=== pdp8_kw_prog ===
==> pdp8_kw_prog/congestion.png <==
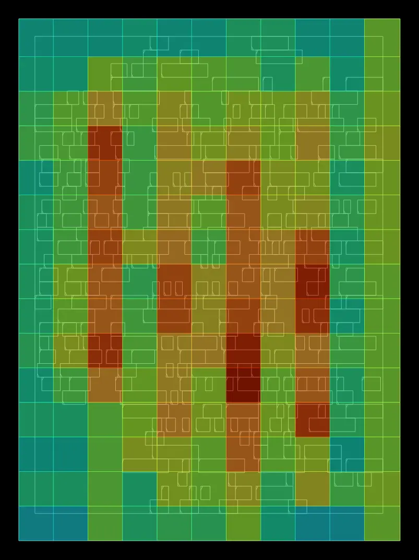

<file path="config.mk">
export PLATFORM = sky130hd
export DESIGN_NAME = pdp8_kw_prog
export DESIGN_NICKNAME = d
export VERILOG_FILES = /design/src/rtl/pdp8_kw_prog.sv
export SDC_FILE = /design/constraint.sdc
export NUM_CORES = 1
export LEC_CHECK = 0
export CAP_MARGIN = 30
export CELL_PAD_IN_SITES_DETAIL_PLACEMENT = 1
export CELL_PAD_IN_SITES_GLOBAL_PLACEMENT = 2
export CORE_ASPECT_RATIO = 1.4
export CORE_MARGIN = 3
export CORE_UTILIZATION = 29
export CTS_CLUSTER_DIAMETER = 30
export DETAILED_ROUTE_END_ITERATION = 6
export GPL_TIMING_DRIVEN = 1
export PLACE_DENSITY = 0.79
export SLEW_MARGIN = 20
export SYNTH_ARGS = -nofsm -noshare
export SYNTH_HDL_FRONTEND = slang
export SYNTH_SLANG_ARGS = --single-unit
</file>
<file path="constraint.sdc">
create_clock -name clk -period 2.7 [get_ports clk]
set_clock_uncertainty 0.15 [all_clocks]
set_input_delay 0.54 -clock clk [delete_from_list [all_inputs] [get_ports clk]]
set_output_delay 0.54 -clock clk [all_outputs]
set_load 0.1 [all_outputs]
</file>
<file path="src/rtl/pdp8_kw_prog.sv">
// Programmable real-time clock on the PDP-8 IOT bus: a prescaled up-counter with
// preset reload, one-shot and free-run overflow modes, an overflow flag and an interrupt.
module pdp8_kw_prog #(
  parameter logic [5:0] DEVICE_CODE = 6'o13,
  parameter int         PRESCALE    = 4,
  parameter int         CNT_WIDTH   = 12
) (
  input  logic        clk,
  input  logic        reset_n,
  input  logic        iot,
  input  logic [3:0]  state,
  input  logic [11:0] mb,
  input  logic [5:0]  io_select,
  input  logic [11:0] io_data_in,
  output logic [11:0] io_data_out,
  output logic        io_data_avail,
  output logic        io_clear_ac,
  output logic        io_selected,
  output logic        io_interrupt,
  output logic        io_skip
);

  localparam int PW = (PRESCALE > 1) ? $clog2(PRESCALE) : 1;
  localparam logic [PW-1:0] PRE_MAX = PW'(PRESCALE - 1);
  localparam logic [CNT_WIDTH-1:0] CNT_ONES = '1;

  logic [CNT_WIDTH-1:0] cnt_q, cnt_d;
  logic [CNT_WIDTH-1:0] preset_q, preset_d;
  logic [PW-1:0]        pre_q, pre_d;
  logic [1:0]           mode_q, mode_d;
  logic                 clk_en_q, clk_en_d;
  logic                 int_en_q, int_en_d;
  logic                 flag_q, flag_d;

  logic       selected;
  logic       tick;
  logic       load;
  logic       overflow;
  logic [2:0] fn;
  logic       unused_ok;

  assign fn        = mb[2:0];
  assign selected  = (state == 4'd1) && iot && (io_select == DEVICE_CODE);
  assign load      = selected && (fn == 3'd4);
  assign tick      = clk_en_q && (pre_q == PRE_MAX);
  // A load on a tick edge suppresses both the increment and the overflow.
  assign overflow  = tick && !load && (cnt_q == CNT_ONES);
  assign unused_ok = ^{mb[11:3], io_data_in};

  always_ff @(posedge clk or negedge reset_n) begin
    if (!reset_n) begin
      cnt_q    <= '0;
      preset_q <= '0;
      pre_q    <= '0;
      mode_q   <= 2'd0;
      clk_en_q <= 1'b0;
      int_en_q <= 1'b0;
      flag_q   <= 1'b0;
    end else begin
      cnt_q    <= cnt_d;
      preset_q <= preset_d;
      pre_q    <= pre_d;
      mode_q   <= mode_d;
      clk_en_q <= clk_en_d;
      int_en_q <= int_en_d;
      flag_q   <= flag_d;
    end
  end

  always_comb begin
    cnt_d    = cnt_q;
    preset_d = preset_q;
    mode_d   = mode_q;
    clk_en_d = clk_en_q;
    int_en_d = int_en_q;
    flag_d   = flag_q;

    if (tick && !load) begin
      if (overflow) begin
        flag_d = 1'b1;
        cnt_d  = (mode_q == 2'd1) ? preset_q : '0;
        if (mode_q == 2'd2) clk_en_d = 1'b0;
      end else begin
        cnt_d = cnt_q + CNT_WIDTH'(1);
      end
    end

    // IOT effects come after the tick so an IOT enable beats the one-shot stop,
    // while a flag clear never beats a simultaneous overflow.
    if (selected) begin
      case (fn)
        3'd1, 3'd7: begin
          clk_en_d = 1'b1;
          int_en_d = 1'b1;
        end
        3'd2: begin
          clk_en_d = 1'b0;
          int_en_d = 1'b0;
          if (!overflow) flag_d = 1'b0;
        end
        3'd3: begin
          if (!overflow) flag_d = 1'b0;
        end
        3'd4: begin
          preset_d = io_data_in[CNT_WIDTH-1:0];
          cnt_d    = io_data_in[CNT_WIDTH-1:0];
        end
        3'd6: begin
          mode_d   = io_data_in[1:0];
          int_en_d = io_data_in[2];
          clk_en_d = io_data_in[3];
        end
        default: ;
      endcase
    end

    // Prescaler restarts from 0 whenever counting is (re)enabled, stopped or reloaded.
    if (!clk_en_q || !clk_en_d || load || tick) pre_d = '0;
    else                                        pre_d = pre_q + PW'(1);
  end

  always_comb begin
    io_selected   = selected;
    io_skip       = 1'b0;
    io_data_out   = 12'd0;
    io_data_avail = 1'b0;
    io_clear_ac   = 1'b0;
    if (selected) begin
      io_skip = (fn == 3'd3) && flag_q;
      if (fn == 3'd5) begin
        io_data_out   = 12'(cnt_q);
        io_data_avail = 1'b1;
        io_clear_ac   = 1'b1;
      end
    end
  end

  assign io_interrupt = int_en_q && flag_q;

endmodule

</file>
=== mem2d_arbiter ===
File: src/rtl/mem2d_arbiter.sv
// Round-robin arbiter for two requesters sharing a BANKS x DEPTH memory.
// After reset, a sweep loads every entry with its linear index before any requests are served.
module mem2d_arbiter #(
    parameter int DW    = 8,
    parameter int BANKS = 2,
    parameter int DEPTH = 4
) (
    input  logic          clk,
    input  logic          nreset,
    input  logic          req0,
    input  logic          req1,
    input  logic          we0,
    input  logic          we1,
    input  logic [2:0]    bank0,
    input  logic [2:0]    bank1,
    input  logic [2:0]    idx0,
    input  logic [2:0]    idx1,
    input  logic [DW-1:0] wdata0,
    input  logic [DW-1:0] wdata1,
    output logic          gnt0,
    output logic          gnt1,
    output logic          rsp_valid,
    output logic          rsp_id,
    output logic [DW-1:0] rsp_data,
    output logic          rsp_err,
    output logic          busy
);
    localparam int N  = BANKS * DEPTH;
    localparam int AW = (N > 1) ? $clog2(N) : 1;
    localparam logic [AW-1:0] K_LAST    = AW'(N - 1);
    localparam logic [AW-1:0] DEPTH_MUL = AW'(DEPTH);
    localparam logic [3:0]    BANKS_LIM = 4'(BANKS);
    localparam logic [3:0]    DEPTH_LIM = 4'(DEPTH);

    typedef enum logic {INIT, RUN} state_t;

    state_t        state_reg;
    logic [AW-1:0] k_reg;
    logic          last_reg;
    logic          rsp_valid_reg;
    logic          rsp_id_reg;
    logic          rsp_err_reg;
    logic [DW-1:0] rsp_data_reg;

    logic [DW-1:0] mem [N];

    logic [1:0]    req_vec;
    logic [1:0]    we_vec;
    logic [1:0]    in_range;
    logic [1:0]    gnt_vec;
    logic [2:0]    bank_vec  [2];
    logic [2:0]    idx_vec   [2];
    logic [DW-1:0] wdata_vec [2];
    logic [AW-1:0] addr_vec  [2];

    assign req_vec      = {req1, req0};
    assign we_vec       = {we1, we0};
    assign bank_vec[0]  = bank0;
    assign bank_vec[1]  = bank1;
    assign idx_vec[0]   = idx0;
    assign idx_vec[1]   = idx1;
    assign wdata_vec[0] = wdata0;
    assign wdata_vec[1] = wdata1;

    genvar gi;
    generate
        for (gi = 0; gi < 2; gi++) begin : g_req
            assign in_range[gi] = ({1'b0, bank_vec[gi]} < BANKS_LIM) &&
                                  ({1'b0, idx_vec[gi]}  < DEPTH_LIM);
            // Modular arithmetic is exact whenever the access is in range.
            assign addr_vec[gi] = AW'(bank_vec[gi]) * DEPTH_MUL + AW'(idx_vec[gi]);
            // Under contention the side that did not win last time is served.
            assign gnt_vec[gi]  = (state_reg == RUN) && req_vec[gi] &&
                                  (!req_vec[1 - gi] || (last_reg != 1'(gi)));
        end
    endgenerate

    logic          gnt_any;
    logic          sel;
    logic          mem_we;
    logic [AW-1:0] mem_waddr;
    logic [DW-1:0] mem_wdata;

    assign gnt_any   = |gnt_vec;
    assign sel       = gnt_vec[1];
    assign mem_we    = (state_reg == INIT) || (gnt_any && we_vec[sel] && in_range[sel]);
    assign mem_waddr = (state_reg == INIT) ? k_reg : addr_vec[sel];
    assign mem_wdata = (state_reg == INIT) ? DW'(k_reg) : wdata_vec[sel];

    always_ff @(posedge clk) begin
        if (mem_we) begin
            mem[mem_waddr] <= mem_wdata;
        end
    end

    always_ff @(posedge clk or negedge nreset) begin
        if (!nreset) begin
            state_reg     <= INIT;
            k_reg         <= '0;
            last_reg      <= 1'b1;
            rsp_valid_reg <= 1'b0;
            rsp_id_reg    <= 1'b0;
            rsp_err_reg   <= 1'b0;
            rsp_data_reg  <= '0;
        end else begin
            rsp_valid_reg <= gnt_any;
            if (state_reg == INIT) begin
                k_reg <= k_reg + AW'(1);
                if (k_reg == K_LAST) begin
                    state_reg <= RUN;
                    k_reg     <= '0;
                end
            end else if (gnt_any) begin
                last_reg    <= sel;
                rsp_id_reg  <= sel;
                rsp_err_reg <= !in_range[sel];
                if (!in_range[sel]) begin
                    rsp_data_reg <= '0;
                end else if (we_vec[sel]) begin
                    rsp_data_reg <= wdata_vec[sel];
                end else begin
                    rsp_data_reg <= mem[addr_vec[sel]];
                end
            end
        end
    end

    assign gnt0      = gnt_vec[0];
    assign gnt1      = gnt_vec[1];
    assign rsp_valid = rsp_valid_reg;
    assign rsp_id    = rsp_id_reg;
    assign rsp_data  = rsp_data_reg;
    assign rsp_err   = rsp_err_reg;
    assign busy      = (state_reg == INIT);
endmodule

File: config.mk
export PLATFORM = sky130hd
export DESIGN_NAME = mem2d_arbiter
export DESIGN_NICKNAME = d
export VERILOG_FILES = /design/src/rtl/mem2d_arbiter.sv
export SDC_FILE = /design/constraint.sdc
export NUM_CORES = 1
export LEC_CHECK = 0
export CORE_MARGIN = 5
export CORE_UTILIZATION = 58
export CTS_CLUSTER_SIZE = 8
export DETAILED_ROUTE_END_ITERATION = 8
export PLACE_DENSITY = 0.94
export SETUP_SLACK_MARGIN = 0.15
export SYNTH_ARGS = -nofsm -noshare
export SYNTH_HDL_FRONTEND = slang
export SYNTH_SLANG_ARGS = --single-unit
File: constraint.sdc
create_clock -name clk -period 4.9 [get_ports clk]
set_input_delay 1.47 -clock clk [delete_from_list [all_inputs] [get_ports clk]]
set_output_delay 1.47 -clock clk [all_outputs]
set_load 0.02 [all_outputs]
==> pdp8_kw_prog/detail.png <==
The bar under the picture is 5 um long. Window x 9 to 29, y 68 to 88 um. Cells in gray, sequential cells in the stronger gray; small squares are vias.
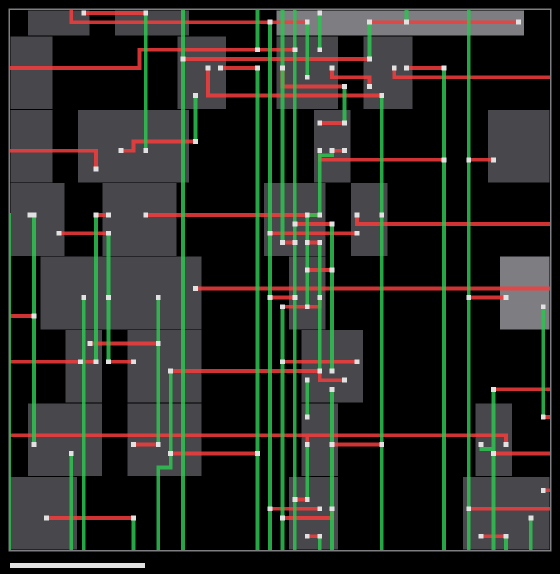
| layer | color |
|---|---|
| metal 2 | green |
| metal 1 | red |
cells with their middle in the window: 21
sequential cells in the window: 0
most frequent: buf_4 (5), nor2_1 (3)

==> pdp8_kw_prog/layer_met1.png <==
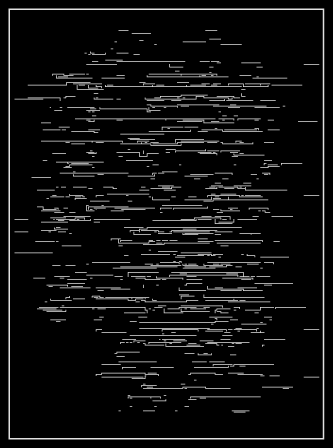
main direction: horizontal
wire length on this layer: 2420 um

## Picture notes: pdp8_kw_prog/congestion.png
utilization after layout: 44.9%
Wirelength per Cell: 16.3 um
gr busiest metal: met2
met3 usage: 2.60%

==> results.py, pdp8_kw_prog <==
# Metrics from the implementation run
metrics = {
    "run_status": {
        "outcome": "finished clean",
    },
    "power_and_ir_drop": {
        "seqPwrFrac_pct": 48.7,
        "powerDensity_nw_per_um2": 324,
        "p_seq_uw": 468,
        "clock_net_power_uw": 407,
        "sw_frac_of_total_pct": 22.4,
    },
    "final_layout": {
        "final_nets": 313,
        "clkbuf_count": 8,
        "top_regs": "cnt_q x12, preset_q x12",
        "dominant_cells": "logic gates",
    },
    "synth": {
        "synth_nets": 255,
        "flop_cell": "dfrtp_1",
        "ys_seq_share_pct": 38.9,
        "synth_area_per_cell_um2": 9.24,
        "top_logic_kind": "simple AND/OR/NAND/NOR gates",
    },
    "final_timing": {
        "finalCritPeriodShare_pct": 96.8,
        "holdWs_ns": 0.303,
        "slew_headroom_pct": 66.6,
        "hold_violations": 0,
        "tightestPinTransition_ns": 0.500,
    },
    "route": {
        "wl_um": 5970,
        "dr.pass1.iters": 4,
    },
    "hold_path": {
        "hold_path.class": "flop to flop",
    },
    "clock_network": {
        "cts.sinks": 31,
    },
    "placed_design": {
        "dp_slack_ns": -0.215,
        "dp_hpwl_um": 4450,
    },
    "floorplanning": {
        "rows": 35,
        "fp-utilization_pct": 30.2,
    },
    "global_routing": {
        "grt_pass1_vias": 1979,
        "grt_max_degree": 32,
    },
    "setup_path": {
        "r2r-start": "cnt_q[0]",
    },
}
==> mem2d_arbiter/layer_met2.png <==
The bar under the picture is 20 um long. Cells faint in the background.
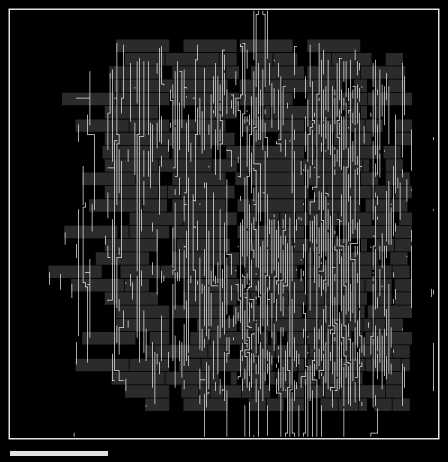
longest straight run: 49.0 um
wire length on this layer: 4220 um

==> mem2d_arbiter/layer_met1.png <==
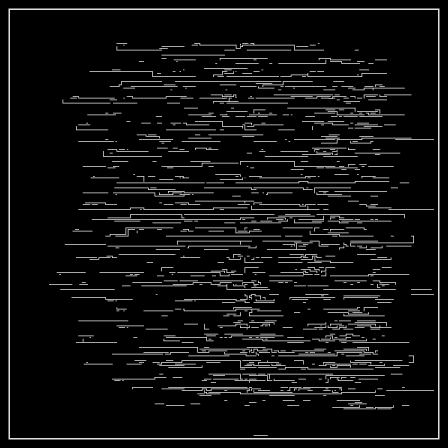
share of all routed wire: 36%
main direction: horizontal

==> results.py, mem2d_arbiter <==
# Metrics from the implementation run
metrics = {
    "route": {
        "wl_um": 8470,
        "wl_met2_um": 4220,
    },
    "global_routing": {
        "grt-ovfl-total": 0,
        "grt_max_degree": 24,
    },
    "synth": {
        "simple_gate_share_pct": 7.42,
        "synth.largest_area_cell": "edfxtp_1",
        "synth_cell_type_count": 39,
        "syn_area_um2": 3490,
        "ys_cells": 227,
        "synth_area_per_cell_um2": 15.4,
    },
    "final_timing": {
        "setup_ws_ns": 0.279,
        "finClkSkew_ns": 0.00858,
    },
    "power_and_ir_drop": {
        "comb_power_share_pct": 12.9,
        "p_sw_uw": 329,
    },
    "clock_network": {
        "cts_resized": 0,
        "post_cts_buffers": 0,
    },
    "run_status": {
        "outcome": "finished clean",
    },
    "final_layout": {
        "syn_to_final_growth_pct": 23.1,
        "dominant_cells": "flip-flops and latches",
    },
    "floorplanning": {
        "nWellTaps": 75,
    },
    "setup_path": {
        "critical_path.most_common_cell": "clkdlybuf4s50_1",
        "crit_path_end_kind": "output port",
        "cp_cell_sequence": "clkdlybuf4s50_1 > a21boi_4 > nand2_4 > clkinv_4 > clkdlybuf4s50_1",
    },
    "hold_path": {
        "hp-start": "rsp_err",
    },
}

==> notes/layouts.md <==
Pictures saved along the way, in no particular order.

M3 wires.
The bar under the picture is 20 um long.
image #1
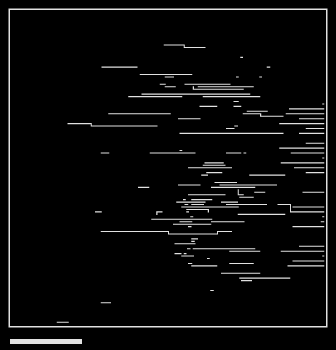
image #2
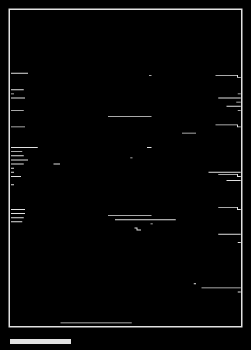
image #2: pdp8_kw_prog
image #1: mem2d_arbiter


